==================== design 1
Design 1, zoomed window:
Region (122, 25) to (142, 45) um. Cells in grey, sequential cells in the stronger grey; small squares are vias.
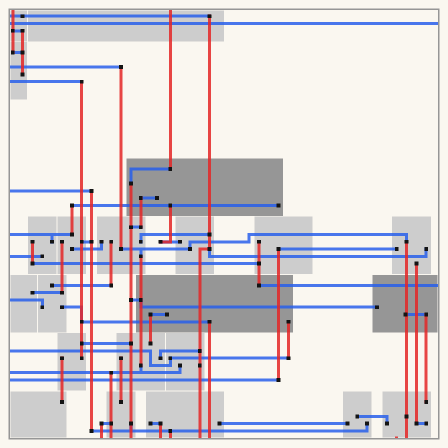

--- config.mk ---
export PLATFORM = sky130hd
export DESIGN_NAME = cache_refill_engine
export DESIGN_NICKNAME = d
export VERILOG_FILES = /design/src/rtl/cache_refill_engine.sv
export SDC_FILE = /design/constraint.sdc
export NUM_CORES = 1
export LEC_CHECK = 0
export ABC_AREA = 1
export CAP_MARGIN = 5
export CORE_ASPECT_RATIO = 0.8
export CORE_UTILIZATION = 35
export DETAILED_ROUTE_END_ITERATION = 7
export PLACE_DENSITY_LB_ADDON = 0.1
export REMOVE_ABC_BUFFERS = 1
export SYNTH_ARGS = -nofsm -noshare
export SYNTH_HDL_FRONTEND = slang
export SYNTH_SLANG_ARGS = --single-unit
export TNS_END_PERCENT = 1
--- constraint.sdc ---
create_clock -name aclk_i -period 2.3 [get_ports aclk_i]
set_input_delay 0.345 -clock aclk_i [delete_from_list [all_inputs] [get_ports aclk_i]]
set_output_delay 0.345 -clock aclk_i [all_outputs]
set_load 0.03 [all_outputs]
--- src/rtl/cache_refill_engine.sv ---
// cache_refill_engine
//
// Memory-side companion to the cache. Turns a line miss into a burst of
// word reads on the external memory port and streams the returned words
// into the cache fill port. Also drains a dirty victim line from the cache
// writeback port as a burst of word writes. Memory read responses cannot
// be stalled, so they land in a small refill FIFO. Reads are only issued
// while a FIFO slot is guaranteed for the response (credit rule).
//
// Ports
//   aclk_i, rst_i          clock, synchronous active-high reset
//   miss_valid_i/_ready_o  line-miss request handshake, miss_addr_i = address in line
//   dirty_i/wb_ready_o     victim word handshake, wb_addr_i = line, wb_data_i = word
//   valid_m_o/cache2mem_ready_i  refill word handshake, mem_data_o = word
//   mem_req_o/mem_gnt_i    memory request handshake (mem_we_o, mem_addr_o, mem_wdata_o)
//   mem_rvalid_i/rdata_i   in-order read responses, never back-pressured
//   busy_o                 engine not idle
//   state_o                current FSM state (debug)
//
// Handshake semantics: a transfer happens on a rising edge where both valid
// (req) and ready (gnt) are high. A requester holds its payload stable until
// the transfer. valid never waits on ready. mem_rvalid_i has no ready and
// must always be accepted.
module cache_refill_engine #(
  parameter int ADDR_WIDTH     = 32,
  parameter int DATA_WIDTH     = 32,
  parameter int WORDS_PER_LINE = 8,
  parameter int FIFO_DEPTH     = 4
) (
  input  logic                  aclk_i,
  input  logic                  rst_i,
  input  logic                  miss_valid_i,
  input  logic [ADDR_WIDTH-1:0] miss_addr_i,
  output logic                  miss_ready_o,
  input  logic                  dirty_i,
  input  logic [ADDR_WIDTH-1:0] wb_addr_i,
  input  logic [DATA_WIDTH-1:0] wb_data_i,
  output logic                  wb_ready_o,
  output logic                  valid_m_o,
  output logic [DATA_WIDTH-1:0] mem_data_o,
  input  logic                  cache2mem_ready_i,
  output logic                  mem_req_o,
  output logic                  mem_we_o,
  output logic [ADDR_WIDTH-1:0] mem_addr_o,
  output logic [DATA_WIDTH-1:0] mem_wdata_o,
  input  logic                  mem_gnt_i,
  input  logic                  mem_rvalid_i,
  input  logic [DATA_WIDTH-1:0] mem_rdata_i,
  output logic                  busy_o,
  output logic [1:0]            state_o
);

  localparam int OFFSET = $clog2(WORDS_PER_LINE * DATA_WIDTH / 8);
  localparam int BSH    = $clog2(DATA_WIDTH / 8);
  localparam int CW     = $clog2(WORDS_PER_LINE) + 1;
  localparam int PW     = $clog2(FIFO_DEPTH);
  localparam int NW     = PW + 1;
  localparam int NE     = NW + 1;

  localparam logic [1:0] S_IDLE   = 2'd0;
  localparam logic [1:0] S_WB     = 2'd1;
  localparam logic [1:0] S_REFILL = 2'd2;

  localparam logic [CW-1:0] LAST_BEAT = CW'(WORDS_PER_LINE - 1);
  localparam logic [CW-1:0] BEATS     = CW'(WORDS_PER_LINE);
  localparam logic [NE-1:0] DEPTH_EXT = NE'(FIFO_DEPTH);

  logic [1:0]            state_q, state_d;
  logic [ADDR_WIDTH-1:0] base_q, base_d;
  logic [CW-1:0]         beat_q, beat_d;      // wb_beat in WB, req_cnt in REFILL
  logic [CW-1:0]         pop_cnt_q, pop_cnt_d;
  logic [NW-1:0]         outst_q, outst_d;
  logic [NW-1:0]         fifo_cnt_q, fifo_cnt_d;
  logic [PW-1:0]         wr_ptr_q, wr_ptr_d;
  logic [PW-1:0]         rd_ptr_q, rd_ptr_d;
  logic [DATA_WIDTH-1:0] fifo_mem [FIFO_DEPTH];

  logic                  push, pop, rd_grant, credit_ok;
  logic [ADDR_WIDTH-1:0] word_off;

  // Low line-offset bits of the request addresses are intentionally dropped.
  logic unused_addr_bits;
  assign unused_addr_bits = ^{miss_addr_i[OFFSET-1:0], wb_addr_i[OFFSET-1:0]};

  // Responses already in flight plus words already buffered must leave room.
  assign credit_ok = ({1'b0, outst_q} + {1'b0, fifo_cnt_q}) < DEPTH_EXT;
  assign word_off  = {{(ADDR_WIDTH-CW){1'b0}}, beat_q} << BSH;

  assign busy_o  = (state_q != S_IDLE);
  assign state_o = state_q;

  always_comb begin
    state_d      = state_q;
    base_d       = base_q;
    beat_d       = beat_q;
    pop_cnt_d    = pop_cnt_q;
    outst_d      = outst_q;
    fifo_cnt_d   = fifo_cnt_q;
    wr_ptr_d     = wr_ptr_q;
    rd_ptr_d     = rd_ptr_q;
    miss_ready_o = 1'b0;
    wb_ready_o   = 1'b0;
    mem_req_o    = 1'b0;
    mem_we_o     = 1'b0;
    mem_addr_o   = '0;
    mem_wdata_o  = '0;
    rd_grant     = 1'b0;

    // Responses outside REFILL are stale (issued before a reset) and dropped.
    push       = (state_q == S_REFILL) && mem_rvalid_i;
    valid_m_o  = (state_q == S_REFILL) && (fifo_cnt_q != '0);
    mem_data_o = valid_m_o ? fifo_mem[rd_ptr_q] : '0;
    pop        = valid_m_o && cache2mem_ready_i;

    case (state_q)
      S_IDLE: begin
        // Writeback wins over a simultaneous miss; the miss stays pending.
        if (dirty_i) begin
          state_d = S_WB;
          base_d  = {wb_addr_i[ADDR_WIDTH-1:OFFSET], {OFFSET{1'b0}}};
          beat_d  = '0;
        end else begin
          miss_ready_o = miss_valid_i;
          if (miss_valid_i) begin
            state_d    = S_REFILL;
            base_d     = {miss_addr_i[ADDR_WIDTH-1:OFFSET], {OFFSET{1'b0}}};
            beat_d     = '0;
            pop_cnt_d  = '0;
            outst_d    = '0;
            fifo_cnt_d = '0;
            wr_ptr_d   = '0;
            rd_ptr_d   = '0;
          end
        end
      end
      S_WB: begin
        mem_req_o   = dirty_i;
        mem_we_o    = 1'b1;
        mem_addr_o  = base_q + word_off;
        mem_wdata_o = wb_data_i;
        wb_ready_o  = dirty_i && mem_gnt_i;
        if (wb_ready_o) begin
          beat_d = beat_q + CW'(1);
          if (beat_q == LAST_BEAT) state_d = S_IDLE;
        end
      end
      S_REFILL: begin
        mem_req_o  = (beat_q < BEATS) && credit_ok;
        mem_addr_o = base_q + word_off;
        rd_grant   = mem_req_o && mem_gnt_i;
        if (rd_grant) beat_d = beat_q + CW'(1);
        case ({rd_grant, push})
          2'b10:   outst_d = outst_q + NW'(1);
          2'b01:   outst_d = outst_q - NW'(1);
          default: outst_d = outst_q;
        endcase
        if (push) wr_ptr_d = wr_ptr_q + PW'(1);
        if (pop)  rd_ptr_d = rd_ptr_q + PW'(1);
        case ({push, pop})
          2'b10:   fifo_cnt_d = fifo_cnt_q + NW'(1);
          2'b01:   fifo_cnt_d = fifo_cnt_q - NW'(1);
          default: fifo_cnt_d = fifo_cnt_q;
        endcase
        if (pop) begin
          pop_cnt_d = pop_cnt_q + CW'(1);
          if (pop_cnt_q == LAST_BEAT) state_d = S_IDLE;
        end
      end
      default: state_d = S_IDLE;
    endcase
  end

  always_ff @(posedge aclk_i) begin
    if (rst_i) begin
      state_q    <= S_IDLE;
      base_q     <= '0;
      beat_q     <= '0;
      pop_cnt_q  <= '0;
      outst_q    <= '0;
      fifo_cnt_q <= '0;
      wr_ptr_q   <= '0;
      rd_ptr_q   <= '0;
    end else begin
      state_q    <= state_d;
      base_q     <= base_d;
      beat_q     <= beat_d;
      pop_cnt_q  <= pop_cnt_d;
      outst_q    <= outst_d;
      fifo_cnt_q <= fifo_cnt_d;
      wr_ptr_q   <= wr_ptr_d;
      rd_ptr_q   <= rd_ptr_d;
    end
  end

  // Storage needs no reset: the count gates every read of it.
  always_ff @(posedge aclk_i) begin
    if (push) fifo_mem[wr_ptr_q] <= mem_rdata_i;
  end

  // The credit rule makes this unreachable; a hit means a response was lost.
  a_no_overflow: assert property (@(posedge aclk_i) disable iff (rst_i)
    !(push && !pop && (fifo_cnt_q == NW'(FIFO_DEPTH))));

endmodule

==================== design 2
==> src/rtl/hazard_scoreboard.sv <==
//==============================================================================
// hazard_scoreboard : ID-stage load-use/RAW/WAW/structural hazard detection
//                     with a pending-writeback scoreboard for the MUL/DIV unit
// Revision 1.0
//==============================================================================
`default_nettype none

module hazard_scoreboard #(
  parameter int MAX_OUT = 2
) (
  input  logic        clk_i,
  input  logic        rst_n_i,
  input  logic [4:0]  RS1addr_ID_i,
  input  logic [4:0]  RS2addr_ID_i,
  input  logic        RS1use_ID_i,
  input  logic        RS2use_ID_i,
  input  logic [4:0]  RDaddr_ID_i,
  input  logic        RegWrite_ID_i,
  input  logic        LongOp_ID_i,
  input  logic        Flush_i,
  input  logic        MemRead_EX_i,
  input  logic [4:0]  RDaddr_EX_i,
  input  logic        LongDone_i,
  input  logic [4:0]  LongRDaddr_i,
  output logic        Stall_o,
  output logic        PCWrite_o,
  output logic        IFIDWrite_o,
  output logic        NoOp_o,
  output logic [31:0] Pending_o,
  output logic        Busy_o,
  output logic        Error_o,
  output logic [15:0] StallCnt_o
);

  localparam logic [2:0] c_max_out = 3'(MAX_OUT);

  logic [31:1] r_pend;
  logic [2:0]  r_cnt;
  logic        r_err;
  logic [15:0] r_stall_cnt;

  logic [31:0] w_pend;
  logic [31:1] w_pend_next;
  logic        w_lu;
  logic        w_raw;
  logic        w_waw;
  logic        w_str;
  logic        w_stall;
  logic        w_issue;
  logic        w_retire;
  logic        w_set;
  logic        w_bad_done;

  // x0 never waits on a writeback, so bit 0 reads as constant zero
  assign w_pend = {r_pend, 1'b0};

  assign w_lu  = MemRead_EX_i && (RDaddr_EX_i != 5'd0) &&
                 ((RS1use_ID_i && (RDaddr_EX_i == RS1addr_ID_i)) ||
                  (RS2use_ID_i && (RDaddr_EX_i == RS2addr_ID_i)));
  assign w_raw = (RS1use_ID_i && w_pend[RS1addr_ID_i]) ||
                 (RS2use_ID_i && w_pend[RS2addr_ID_i]);
  assign w_waw = RegWrite_ID_i && w_pend[RDaddr_ID_i];
  assign w_str = LongOp_ID_i && (r_cnt == c_max_out);

  // Pending bits are read before any same-cycle retire: no LongDone bypass
  assign w_stall = !Flush_i && (w_lu || w_raw || w_waw || w_str);

  assign w_issue    = LongOp_ID_i && !Flush_i && !w_stall;
  assign w_retire   = LongDone_i && (r_cnt != 3'd0);
  assign w_set      = w_issue && RegWrite_ID_i && (RDaddr_ID_i != 5'd0);
  assign w_bad_done = LongDone_i && ((r_cnt == 3'd0) || !w_pend[LongRDaddr_i]);

  // Set is applied after clear so a same-index collision leaves the bit set
  for (genvar i = 1; i < 32; i++) begin : g_pend
    assign w_pend_next[i] = (r_pend[i] && !(w_retire && (LongRDaddr_i == 5'(i)))) ||
                            (w_set && (RDaddr_ID_i == 5'(i)));
  end

  always_ff @(posedge clk_i or negedge rst_n_i) begin
    if (!rst_n_i) begin
      r_pend      <= '0;
      r_cnt       <= 3'd0;
      r_err       <= 1'b0;
      r_stall_cnt <= 16'd0;
    end else begin
      r_pend <= w_pend_next;
      if (w_issue && !w_retire) begin
        r_cnt <= r_cnt + 3'd1;
      end else if (w_retire && !w_issue) begin
        r_cnt <= r_cnt - 3'd1;
      end
      if (w_bad_done) begin
        r_err <= 1'b1;
      end
      if (w_stall && (r_stall_cnt != 16'hFFFF)) begin
        r_stall_cnt <= r_stall_cnt + 16'd1;
      end
    end
  end

  assign Stall_o     = w_stall;
  assign PCWrite_o   = !w_stall;
  assign IFIDWrite_o = !w_stall;
  assign NoOp_o      = w_stall;
  assign Pending_o   = w_pend;
  assign Busy_o      = (r_cnt == c_max_out);
  assign Error_o     = r_err;
  assign StallCnt_o  = r_stall_cnt;

endmodule

`default_nettype wire

==> config.mk <==
export PLATFORM = sky130hd
export DESIGN_NAME = hazard_scoreboard
export DESIGN_NICKNAME = d
export VERILOG_FILES = /design/src/rtl/hazard_scoreboard.sv
export SDC_FILE = /design/constraint.sdc
export NUM_CORES = 1
export LEC_CHECK = 0
export ABC_AREA = 1
export ABC_CLOCK_PERIOD_IN_PS = 3170
export CAP_MARGIN = 20
export CORE_ASPECT_RATIO = 2
export CORE_MARGIN = 3
export CORE_UTILIZATION = 45
export DETAILED_ROUTE_END_ITERATION = 8
export PLACE_DENSITY_LB_ADDON = 0.05
export SYNTH_ARGS = -nofsm -noshare
export SYNTH_HDL_FRONTEND = slang
export SYNTH_SLANG_ARGS = --single-unit
==> constraint.sdc <==
create_clock -name clk_i -period 3.17 [get_ports clk_i]
set_input_delay 0.7925 -clock clk_i [delete_from_list [all_inputs] [get_ports clk_i]]
set_output_delay 0.7925 -clock clk_i [all_outputs]
set_load 0.005 [all_outputs]
Design 2, metal 4:
Drawn at 3 px/um. Cells faint in the background.
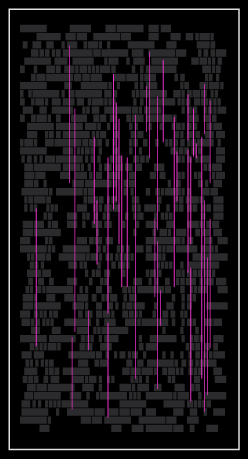
wire length on this layer: 1340 um
main direction: vertical
nets with wire on the layer: 35
final wirelength: 18800 um
number of vias after detailed routing: 5321

==> impl.org, design 2 <==
#+TITLE: Implementation results

** Detailed routing
- Per-cell via count in the routed design :: around 5.7
- The first routing iteration left 377 violations.
- For this run, design rule violations remaining after detail routing come to 0.

** Critical path
- The worst setup path is captured at a primary output.
- Crit path max fanout :: 9
- The slowest stage of the critical path belongs to the cell sky130_fd_sc_hd__bufbuf_16.
- WP data required :: 2.38 ns
- The worst setup path is launched from an input pin.
- Counting both buffers and inverters, the worst setup path holds a total of 3.

** Final layout
- Number of filler cells placed in the layout :: 874
- Most frequent standard cell in the layout excluding fill and tap cells :: sky130_fd_sc_hd__nand2_1
- Tally of clock buffers in the finished layout :: 6

** Die
- Per the OpenROAD floorplan log, the width of the die is approximately 76 um.

** Yosys
- In the Yosys report, the sequential cells make up 28.8% of the chip area.
- Of the combinational cells, the family taking the most area is simple AND/OR/NAND/NOR gates.
- In this run, synthesis inferred 0 flip-flops with an integrated enable.
- Post-synth the commonest register cell is sky130_fd_sc_hd__dfrtp_1.
- Yosys reports a chip area of 4430 sq um.
- Most common cell in the synthesized netlist :: sky130_fd_sc_hd__nand2_1
- In the synthesized netlist, the number of instances is 674.
- Syn Nets :: 711

** Global routing
- Routing resource usage on met2 recorded by global route was between 60% and 70%.
- The global route stage reports its total congestion overflow as 0.
- For this run, the total global-route usage over all layers was measured as 33.6%.

** Clock tree
- Per the CTS log, the root buffer master is sky130_fd_sc_hd__clkbuf_16.
- The later pin in the worst-skew pair is clocked with a latency of 0.30 ns.

** Power and ir drop
- The power report puts the leakage power at 0.00287 uW.
- Clock network power for this build is 557 uW.

** Status
- Status :: complete, no violations

** STA
- Number of endpoints failing setup at the final stage :: 0
- Maximum achievable frequency :: 0.325 GHz
==> design 2: flip-flops by register name, summed over array words and instances (netlist names) <==
| name | flops |
|---|---|
| StallCnt_o | 16 |
| r_pend | 31 |
| Error_o | 1 |
| r_cnt | 3 |
==> design 2: worst paths after layout <==
check / endpoint / slack [ns] / cells after the start
max: Stall_o / 0.1 / 13
min: Error_o / 0.39 / 1
max reg2reg: r_cnt[2] / 0.47 / 18
min reg2reg: Error_o / 0.47 / 2
max in group asynchronous: r_pend[12] / 1.98 / 2
min in group clk_i: Error_o / 0.47 / 2
Design 1, metal 4:
Drawn at 2 px/um. Cells faint in the background.
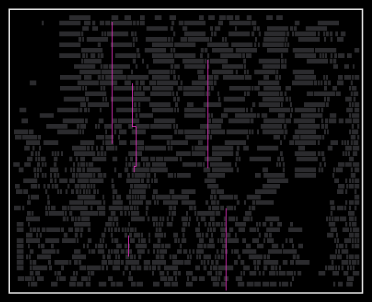
share of all routed wire: 0.90%
longest straight run: 60.5 um
number of vias after detailed routing: 7339
final wirelength: 23600 um

Design 1, track usage over the die:
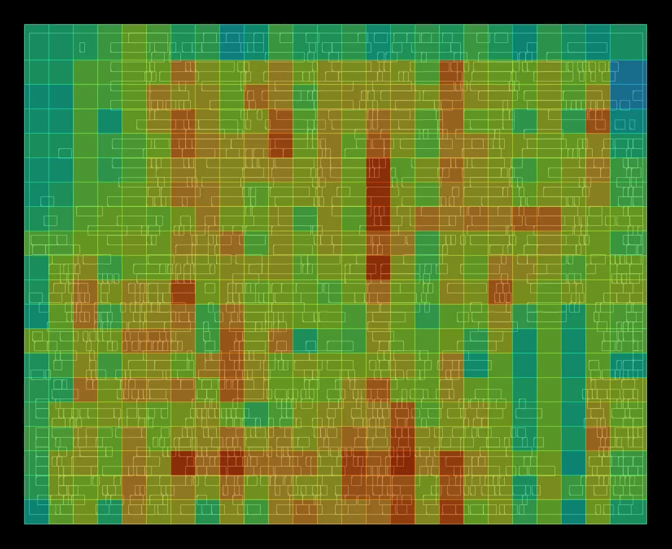
Finished Core Util: 51.2%
Wirelength per Cell: 15.5 um

## Picture notes: 'zoomed window' of design 1
| layer | colour |
|---|---|
| met2 | red |
| met1 | blue |
sequential cells in the window: 2
most frequent: nand2_1 (6), o21ai_0 (3), a31oi_1 (3)
netlist names of flops here include: base_q (2)
cells with their middle in the window: 18

==> impl.org, design 1 <==
#+TITLE: Implementation results

** Worst hold path
- The path with the worst hold slack has its endpoint at base_q[31].
- Counting instances, the worst hold path has a depth of 3.
- Hold Crit Class :: in2reg

** Yosys
- Sorting the synthesis cell report by count puts at the top sky130_fd_sc_hd__nor2_1.
- Cell type with the highest aggregate area in the netlist :: sky130_fd_sc_hd__edfxtp_1
- Ys Warns :: 0
- Part of the Yosys area used for sequential elements :: a little under three fifths

** Status
- The checks that failed: negative setup slack.
- Status :: complete, but fails checks

** STA
- For reference, the final report shows the max-slew violation count at 0.
- Worst setup slack after layout :: -0.194 ns
- Max_slew headroom :: 65.9%
- Number of endpoints failing setup at the final stage :: 14
- Transition time of the tightest slew-check pin :: 0.512 ns

** Critical path
- In this run the worst setup path begins at beat_q[3].
- The timing report gives the biggest stage delay along the critical path as ~0.35 ns.
- STA lists the maximum fanout along the critical path as 4.
- STA classifies the critical path endpoint as a primary output.
- According to the timing report, the data required time at the worst endpoint equals 1.96 ns.
- On the critical path, the stage with the largest delay is an instance of sky130_fd_sc_hd__dfxtp_2.
- Startpoint types :: register
- Cell depth of the worst flop-to-flop path :: 13

** Global routing
- GR peak layer :: met2
- Global-route usage over all layers :: 19.2%
- Met2 routing resource usage after global routing :: a little under a third

** Final layout
- Leaving out the clock tree, the finished layout contains an inverter count of roughly 86.
- The layout report gives the register share of total cell area as about 40%.
- Fraction of final layout cells with drive strength greater than 1 :: 20.3%
- In the final layout, excluding clock buffers the buffer count is 271.
- Multi-Input Combinational :: 646

** Detailed routing
- In the per-layer breakdown of the detailed-route log, met1 shows 10900 um.
- Highest metal used :: met4
- For this run, design rule violations remaining after detail routing come to 0.
- Per-cell via count in the routed design :: 4.81
- Wire segments on met3 add up to 1480 um in the final route.

** Power and ir drop
- Per the summary, power density relative to cell area is slightly below 900 nW/um^2.
- The clock network burns 27.7% of the power.
- Design internal power :: 6550 uW
- Sequential power :: 3920 uW

** Clock tree
- Number of levels the H-tree was split into :: 4
- In this run the deepest clock path goes through 2 buffers.

** Placed design
- Port buffering added about 230 buffers.
- Final GP Congestion :: 0.884

** Die
- Core utilization before placement :: between 30% and 40%
design 1: stage by stage:
step / setup WS, ns / power [uW] / cells / area (sq um) / util [%]
3_5_place_dp: 0.0900 / 7400 / 1483 / 11100 / 47.2
2_1_floorplan: -1.24 / 5880 / 909 / 8260 / -
5_1_grt: -0.310 / 11000 / 1524 / 12100 / 51.2
3_3_place_gp: 0.0991 / 7390 / 1483 / 11100 / 47.2
6_report: -0.194 / 10500 / 1525 / 12100 / 51.2
4_1_cts: -0.261 / 10500 / 1522 / 12000 / 50.7

==> notes/layouts.md <==
Pictures saved along the way, in no particular order.

Clock distribution.
image #1
Drawn at 2 px/um.
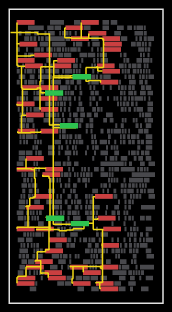
image #2
Drawn at 1.5 px/um.
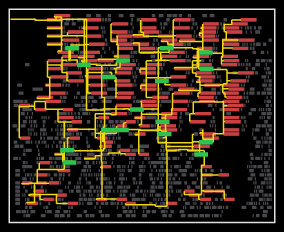
image #2: design 1
image #1: design 2
The one with the largest die is image #2.

Key to image #1:
[cells driving clock nets] green | count: 5
[clock wires] yellow | length: 723 um
[flip-flops] red | count: 51
routed clock nets: 6


==================== design 3
Design 3, clock distribution:
Drawn at 2 px/um.
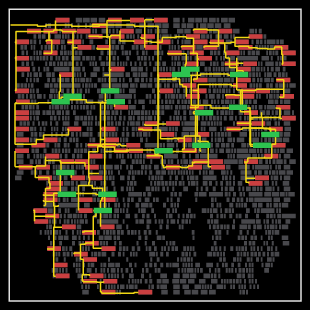
Design 3, zoomed window:
Region (99, 26) to (119, 46) um. Cells in grey, sequential cells in the stronger grey; small squares are vias.
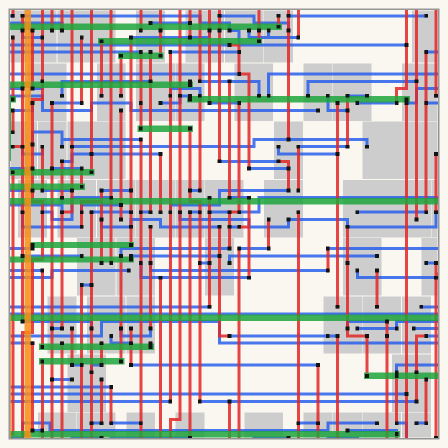
Design 3, routed metal, one colour a layer:
Drawn at 2 px/um.
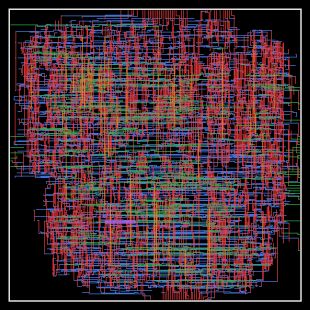
File: src/rtl/spi_master_xfer.sv
// SPI master transfer engine: accepts one word per valid/ready handshake, shifts it out
// with per-transfer CPOL/CPHA/bit-order/divider/select, and returns the received word.
module spi_master_xfer #(
    parameter int MAX_LEN = 32,
    parameter int SS_W    = 4,
    parameter int DIV_W   = 8
) (
    input  logic                      pclk,
    input  logic                      p_reset,
    input  logic                      tx_valid,
    output logic                      tx_ready,
    input  logic [MAX_LEN-1:0]        tx_data,
    input  logic [$clog2(MAX_LEN):0]  cfg_len,
    input  logic [DIV_W-1:0]          cfg_div,
    input  logic                      cfg_cpol,
    input  logic                      cfg_cpha,
    input  logic                      cfg_lsb,
    input  logic [SS_W-1:0]           cfg_ss,
    output logic                      rx_valid,
    output logic [MAX_LEN-1:0]        rx_data,
    output logic                      busy,
    input  logic                      mi,
    output logic                      sclk_out,
    output logic                      n_sclk_en,
    output logic                      mo,
    output logic                      n_mo_en,
    output logic [SS_W-1:0]           n_ss_out,
    output logic                      n_ss_en
);
    localparam int LEN_W = $clog2(MAX_LEN) + 1;
    localparam int EW    = LEN_W + 1;

    typedef enum logic [2:0] {S_IDLE, S_SETUP, S_SHIFT, S_HOLD, S_DONE} state_t;

    state_t             state;
    logic [DIV_W-1:0]   cnt;
    logic [DIV_W-1:0]   div_q;
    logic [EW-1:0]      edge_cnt;
    logic [LEN_W-1:0]   len_q;
    logic               cpha_q;
    logic               lsb_q;
    logic [MAX_LEN-1:0] tx_sh;
    logic [MAX_LEN-1:0] rx_sh;

    logic [LEN_W-1:0]   len_eff;
    logic [MAX_LEN-1:0] tx_aligned;
    logic               lead_edge;
    logic               last_edge;

    // MSB-first words are pre-aligned so the outgoing bit always sits at MAX_LEN-1.
    always_comb begin
        len_eff = cfg_len;
        if (cfg_len == '0 || cfg_len > LEN_W'(MAX_LEN))
            len_eff = LEN_W'(MAX_LEN);
        tx_aligned = cfg_lsb ? tx_data : (tx_data << (LEN_W'(MAX_LEN) - len_eff));
        lead_edge  = ~edge_cnt[0];
        last_edge  = (edge_cnt == ({len_q, 1'b0} - EW'(1)));
    end

    always_ff @(posedge pclk) begin
        if (p_reset) begin
            state     <= S_IDLE;
            cnt       <= '0;
            div_q     <= '0;
            edge_cnt  <= '0;
            len_q     <= '0;
            cpha_q    <= 1'b0;
            lsb_q     <= 1'b0;
            tx_sh     <= '0;
            rx_sh     <= '0;
            tx_ready  <= 1'b0;
            rx_valid  <= 1'b0;
            rx_data   <= '0;
            busy      <= 1'b0;
            sclk_out  <= 1'b0;
            n_sclk_en <= 1'b1;
            mo        <= 1'b0;
            n_mo_en   <= 1'b1;
            n_ss_out  <= '1;
            n_ss_en   <= 1'b1;
        end else begin
            case (state)
                S_IDLE: begin
                    sclk_out <= cfg_cpol;
                    tx_ready <= 1'b1;
                    if (tx_valid && tx_ready) begin
                        state     <= S_SETUP;
                        tx_ready  <= 1'b0;
                        busy      <= 1'b1;
                        cnt       <= cfg_div;
                        div_q     <= cfg_div;
                        len_q     <= len_eff;
                        cpha_q    <= cfg_cpha;
                        lsb_q     <= cfg_lsb;
                        tx_sh     <= tx_aligned;
                        rx_sh     <= '0;
                        edge_cnt  <= '0;
                        mo        <= cfg_lsb ? tx_aligned[0] : tx_aligned[MAX_LEN-1];
                        n_ss_out  <= ~cfg_ss;
                        n_ss_en   <= 1'b0;
                        n_sclk_en <= 1'b0;
                        n_mo_en   <= 1'b0;
                    end
                end
                S_SETUP: begin
                    if (cnt == '0) begin
                        cnt   <= div_q;
                        state <= S_SHIFT;
                    end else begin
                        cnt <= cnt - DIV_W'(1);
                    end
                end
                S_SHIFT: begin
                    if (cnt == '0) begin
                        cnt      <= div_q;
                        sclk_out <= ~sclk_out;
                        edge_cnt <= edge_cnt + EW'(1);
                        // Sample edge is the leading one for CPHA=0, trailing for CPHA=1.
                        if (lead_edge ^ cpha_q) begin
                            rx_sh <= lsb_q ? {mi, rx_sh[MAX_LEN-1:1]} : {rx_sh[MAX_LEN-2:0], mi};
                        end else if (!last_edge && !(cpha_q && edge_cnt == '0)) begin
                            tx_sh <= lsb_q ? (tx_sh >> 1) : (tx_sh << 1);
                            mo    <= lsb_q ? tx_sh[1] : tx_sh[MAX_LEN-2];
                        end
                        if (last_edge)
                            state <= S_HOLD;
                    end else begin
                        cnt <= cnt - DIV_W'(1);
                    end
                end
                S_HOLD: begin
                    if (cnt == '0) begin
                        state     <= S_DONE;
                        rx_valid  <= 1'b1;
                        // LSB-first bits collect at the top; slide them down to right-justify.
                        rx_data   <= lsb_q ? (rx_sh >> (LEN_W'(MAX_LEN) - len_q)) : rx_sh;
                        n_ss_out  <= '1;
                        n_ss_en   <= 1'b1;
                        n_sclk_en <= 1'b1;
                        n_mo_en   <= 1'b1;
                        mo        <= 1'b0;
                    end else begin
                        cnt <= cnt - DIV_W'(1);
                    end
                end
                S_DONE: begin
                    state    <= S_IDLE;
                    rx_valid <= 1'b0;
                    busy     <= 1'b0;
                    tx_ready <= 1'b1;
                end
                default: state <= S_IDLE;
            endcase
        end
    end
endmodule

File: config.mk
export PLATFORM = sky130hd
export DESIGN_NAME = spi_master_xfer
export DESIGN_NICKNAME = d
export VERILOG_FILES = /design/src/rtl/spi_master_xfer.sv
export SDC_FILE = /design/constraint.sdc
export NUM_CORES = 1
export LEC_CHECK = 0
export ABC_AREA = 1
export ABC_CLOCK_PERIOD_IN_PS = 2250
export CAP_MARGIN = 5
export CORE_MARGIN = 2
export CORE_UTILIZATION = 53
export DETAILED_ROUTE_END_ITERATION = 10
export GPL_TIMING_DRIVEN = 1
export PLACE_DENSITY = 0.89
export SYNTH_ARGS = -nofsm -noshare
export SYNTH_HDL_FRONTEND = slang
export SYNTH_SLANG_ARGS = --single-unit
export TNS_END_PERCENT = 50
File: constraint.sdc
create_clock -name pclk -period 2.25 [get_ports pclk]
set_input_delay 0.225 -clock pclk [delete_from_list [all_inputs] [get_ports pclk]]
set_output_delay 0.225 -clock pclk [all_outputs]
set_load 0.02 [all_outputs]
==> impl.org <==
#+TITLE: Implementation results

** Final layout
- The final report gives the standard cell area, fillers excluded, as 13100 sq um.
- The area taken by multi-input combinational cells is reported as between 6000 and 7000 sq um.

** Die
- Per the OpenROAD floorplan log, the width of the die is roughly 150 um.
- During tapcell insertion the tool placed 265 well taps.
- In this run the core area contains 51 standard-cell rows.
- Core utilization before placement :: between 50% and 60%

** Global routing
- The global routing report lists met2 layer usage as a little over half.
- GR peak layer :: met2

** STA
- Unrepaired setup endpoints after global routing :: yes
- The worst-case max-slew headroom was logged as 46.7%.
- Looking at the max-slew report, the worst-margin pin has a slew of 0.792 ns.
- Worst setup slack after layout :: 0.0398 ns

** Detailed routing
- Post-detailed-route count of antenna-violating nets :: 0
- Highest metal used :: met5
- Dividing the detail-routed via count by the number of cells gives 6.01.

** Critical path
- RR Endpoint :: rx_data[11]
- In this run the worst setup path begins at len_q[0].

** Yosys
- Summing every instance area after synthesis gives 10600 sq um.
- The number of nets handed over by synthesis was 1874.
- Ranked by total cell area, the synthesized netlist is headed by sky130_fd_sc_hd__dfxtp_1, sky130_fd_sc_hd__nand2_1, sky130_fd_sc_hd__nand3_1.
- For this run, the chip area from Yosys synthesis comes to 10600 sq um.
- In this run the biggest area consumer among cell types represents 26.5% of the synthesized area.

** Clock tree
- Buffer depth of the longest clock path :: 2
- Clock input transition at the sequential cells of the worst setup and hold paths :: 0.06 ns
- Hold_buf cts :: 0
- The number of gates resized after CTS was 4.

** Worst hold path
- Hold path endpoint :: n_ss_out[3]

** Status
- Status :: complete, no violations
Notes on 'clock distribution' of design 3 above:
[flip-flops] red | count: 140
[clock wires] yellow | length: 1950 um
[cells driving clock nets] green | count: 17
routed clock nets: 18
clock group power: 3060 uW
final setup skew: 0.0102 ns
clock insertion delay at the later pin of the skew report: 0.43 ns

Notes on 'zoomed window' of design 3 above:
| layer | colour |
|---|---|
| met4 | orange |
| met3 | green |
| met2 | red |
| met1 | blue |
cells with their middle in the window: 41
sequential cells in the window: 0
most frequent: nand3_1 (17), nand2_1 (15), a21oi_1 (3)

Notes on 'routed metal, one colour a layer' of design 3 above:
| layer | colour | wire length |
|---|---|---|
| met5 | purple | 13.8 um |
| met2 | red | 17000 um |
| met4 | orange | 1060 um |
| met3 | green | 4200 um |
| met1 | blue | 16700 um |
global-route usage over all layers: 35.4%
final wirelength: 39000 um
Wirelength per Cell: 17.8 um
number of vias after detailed routing: 13100

cells by family after synthesis:
group	count (synthesis)	synth area share, %
fa+ha+maj	6	0.711
buf+inv	280	10.9
compound gates	414	21.5
flops	140	26.5
simple gates	943	37.7
mux	21	1.99
xor+xnor	7	0.652
registers in the layout (all words and copies together) (netlist names), 4 cells and up:
name,cells
len_q,6
rx_sh,32
div_q,8
rx_data,32
n_ss_out,4
tx_sh,32
edge_cnt,7
cnt,8

Power and IR drop assume default switching activity.
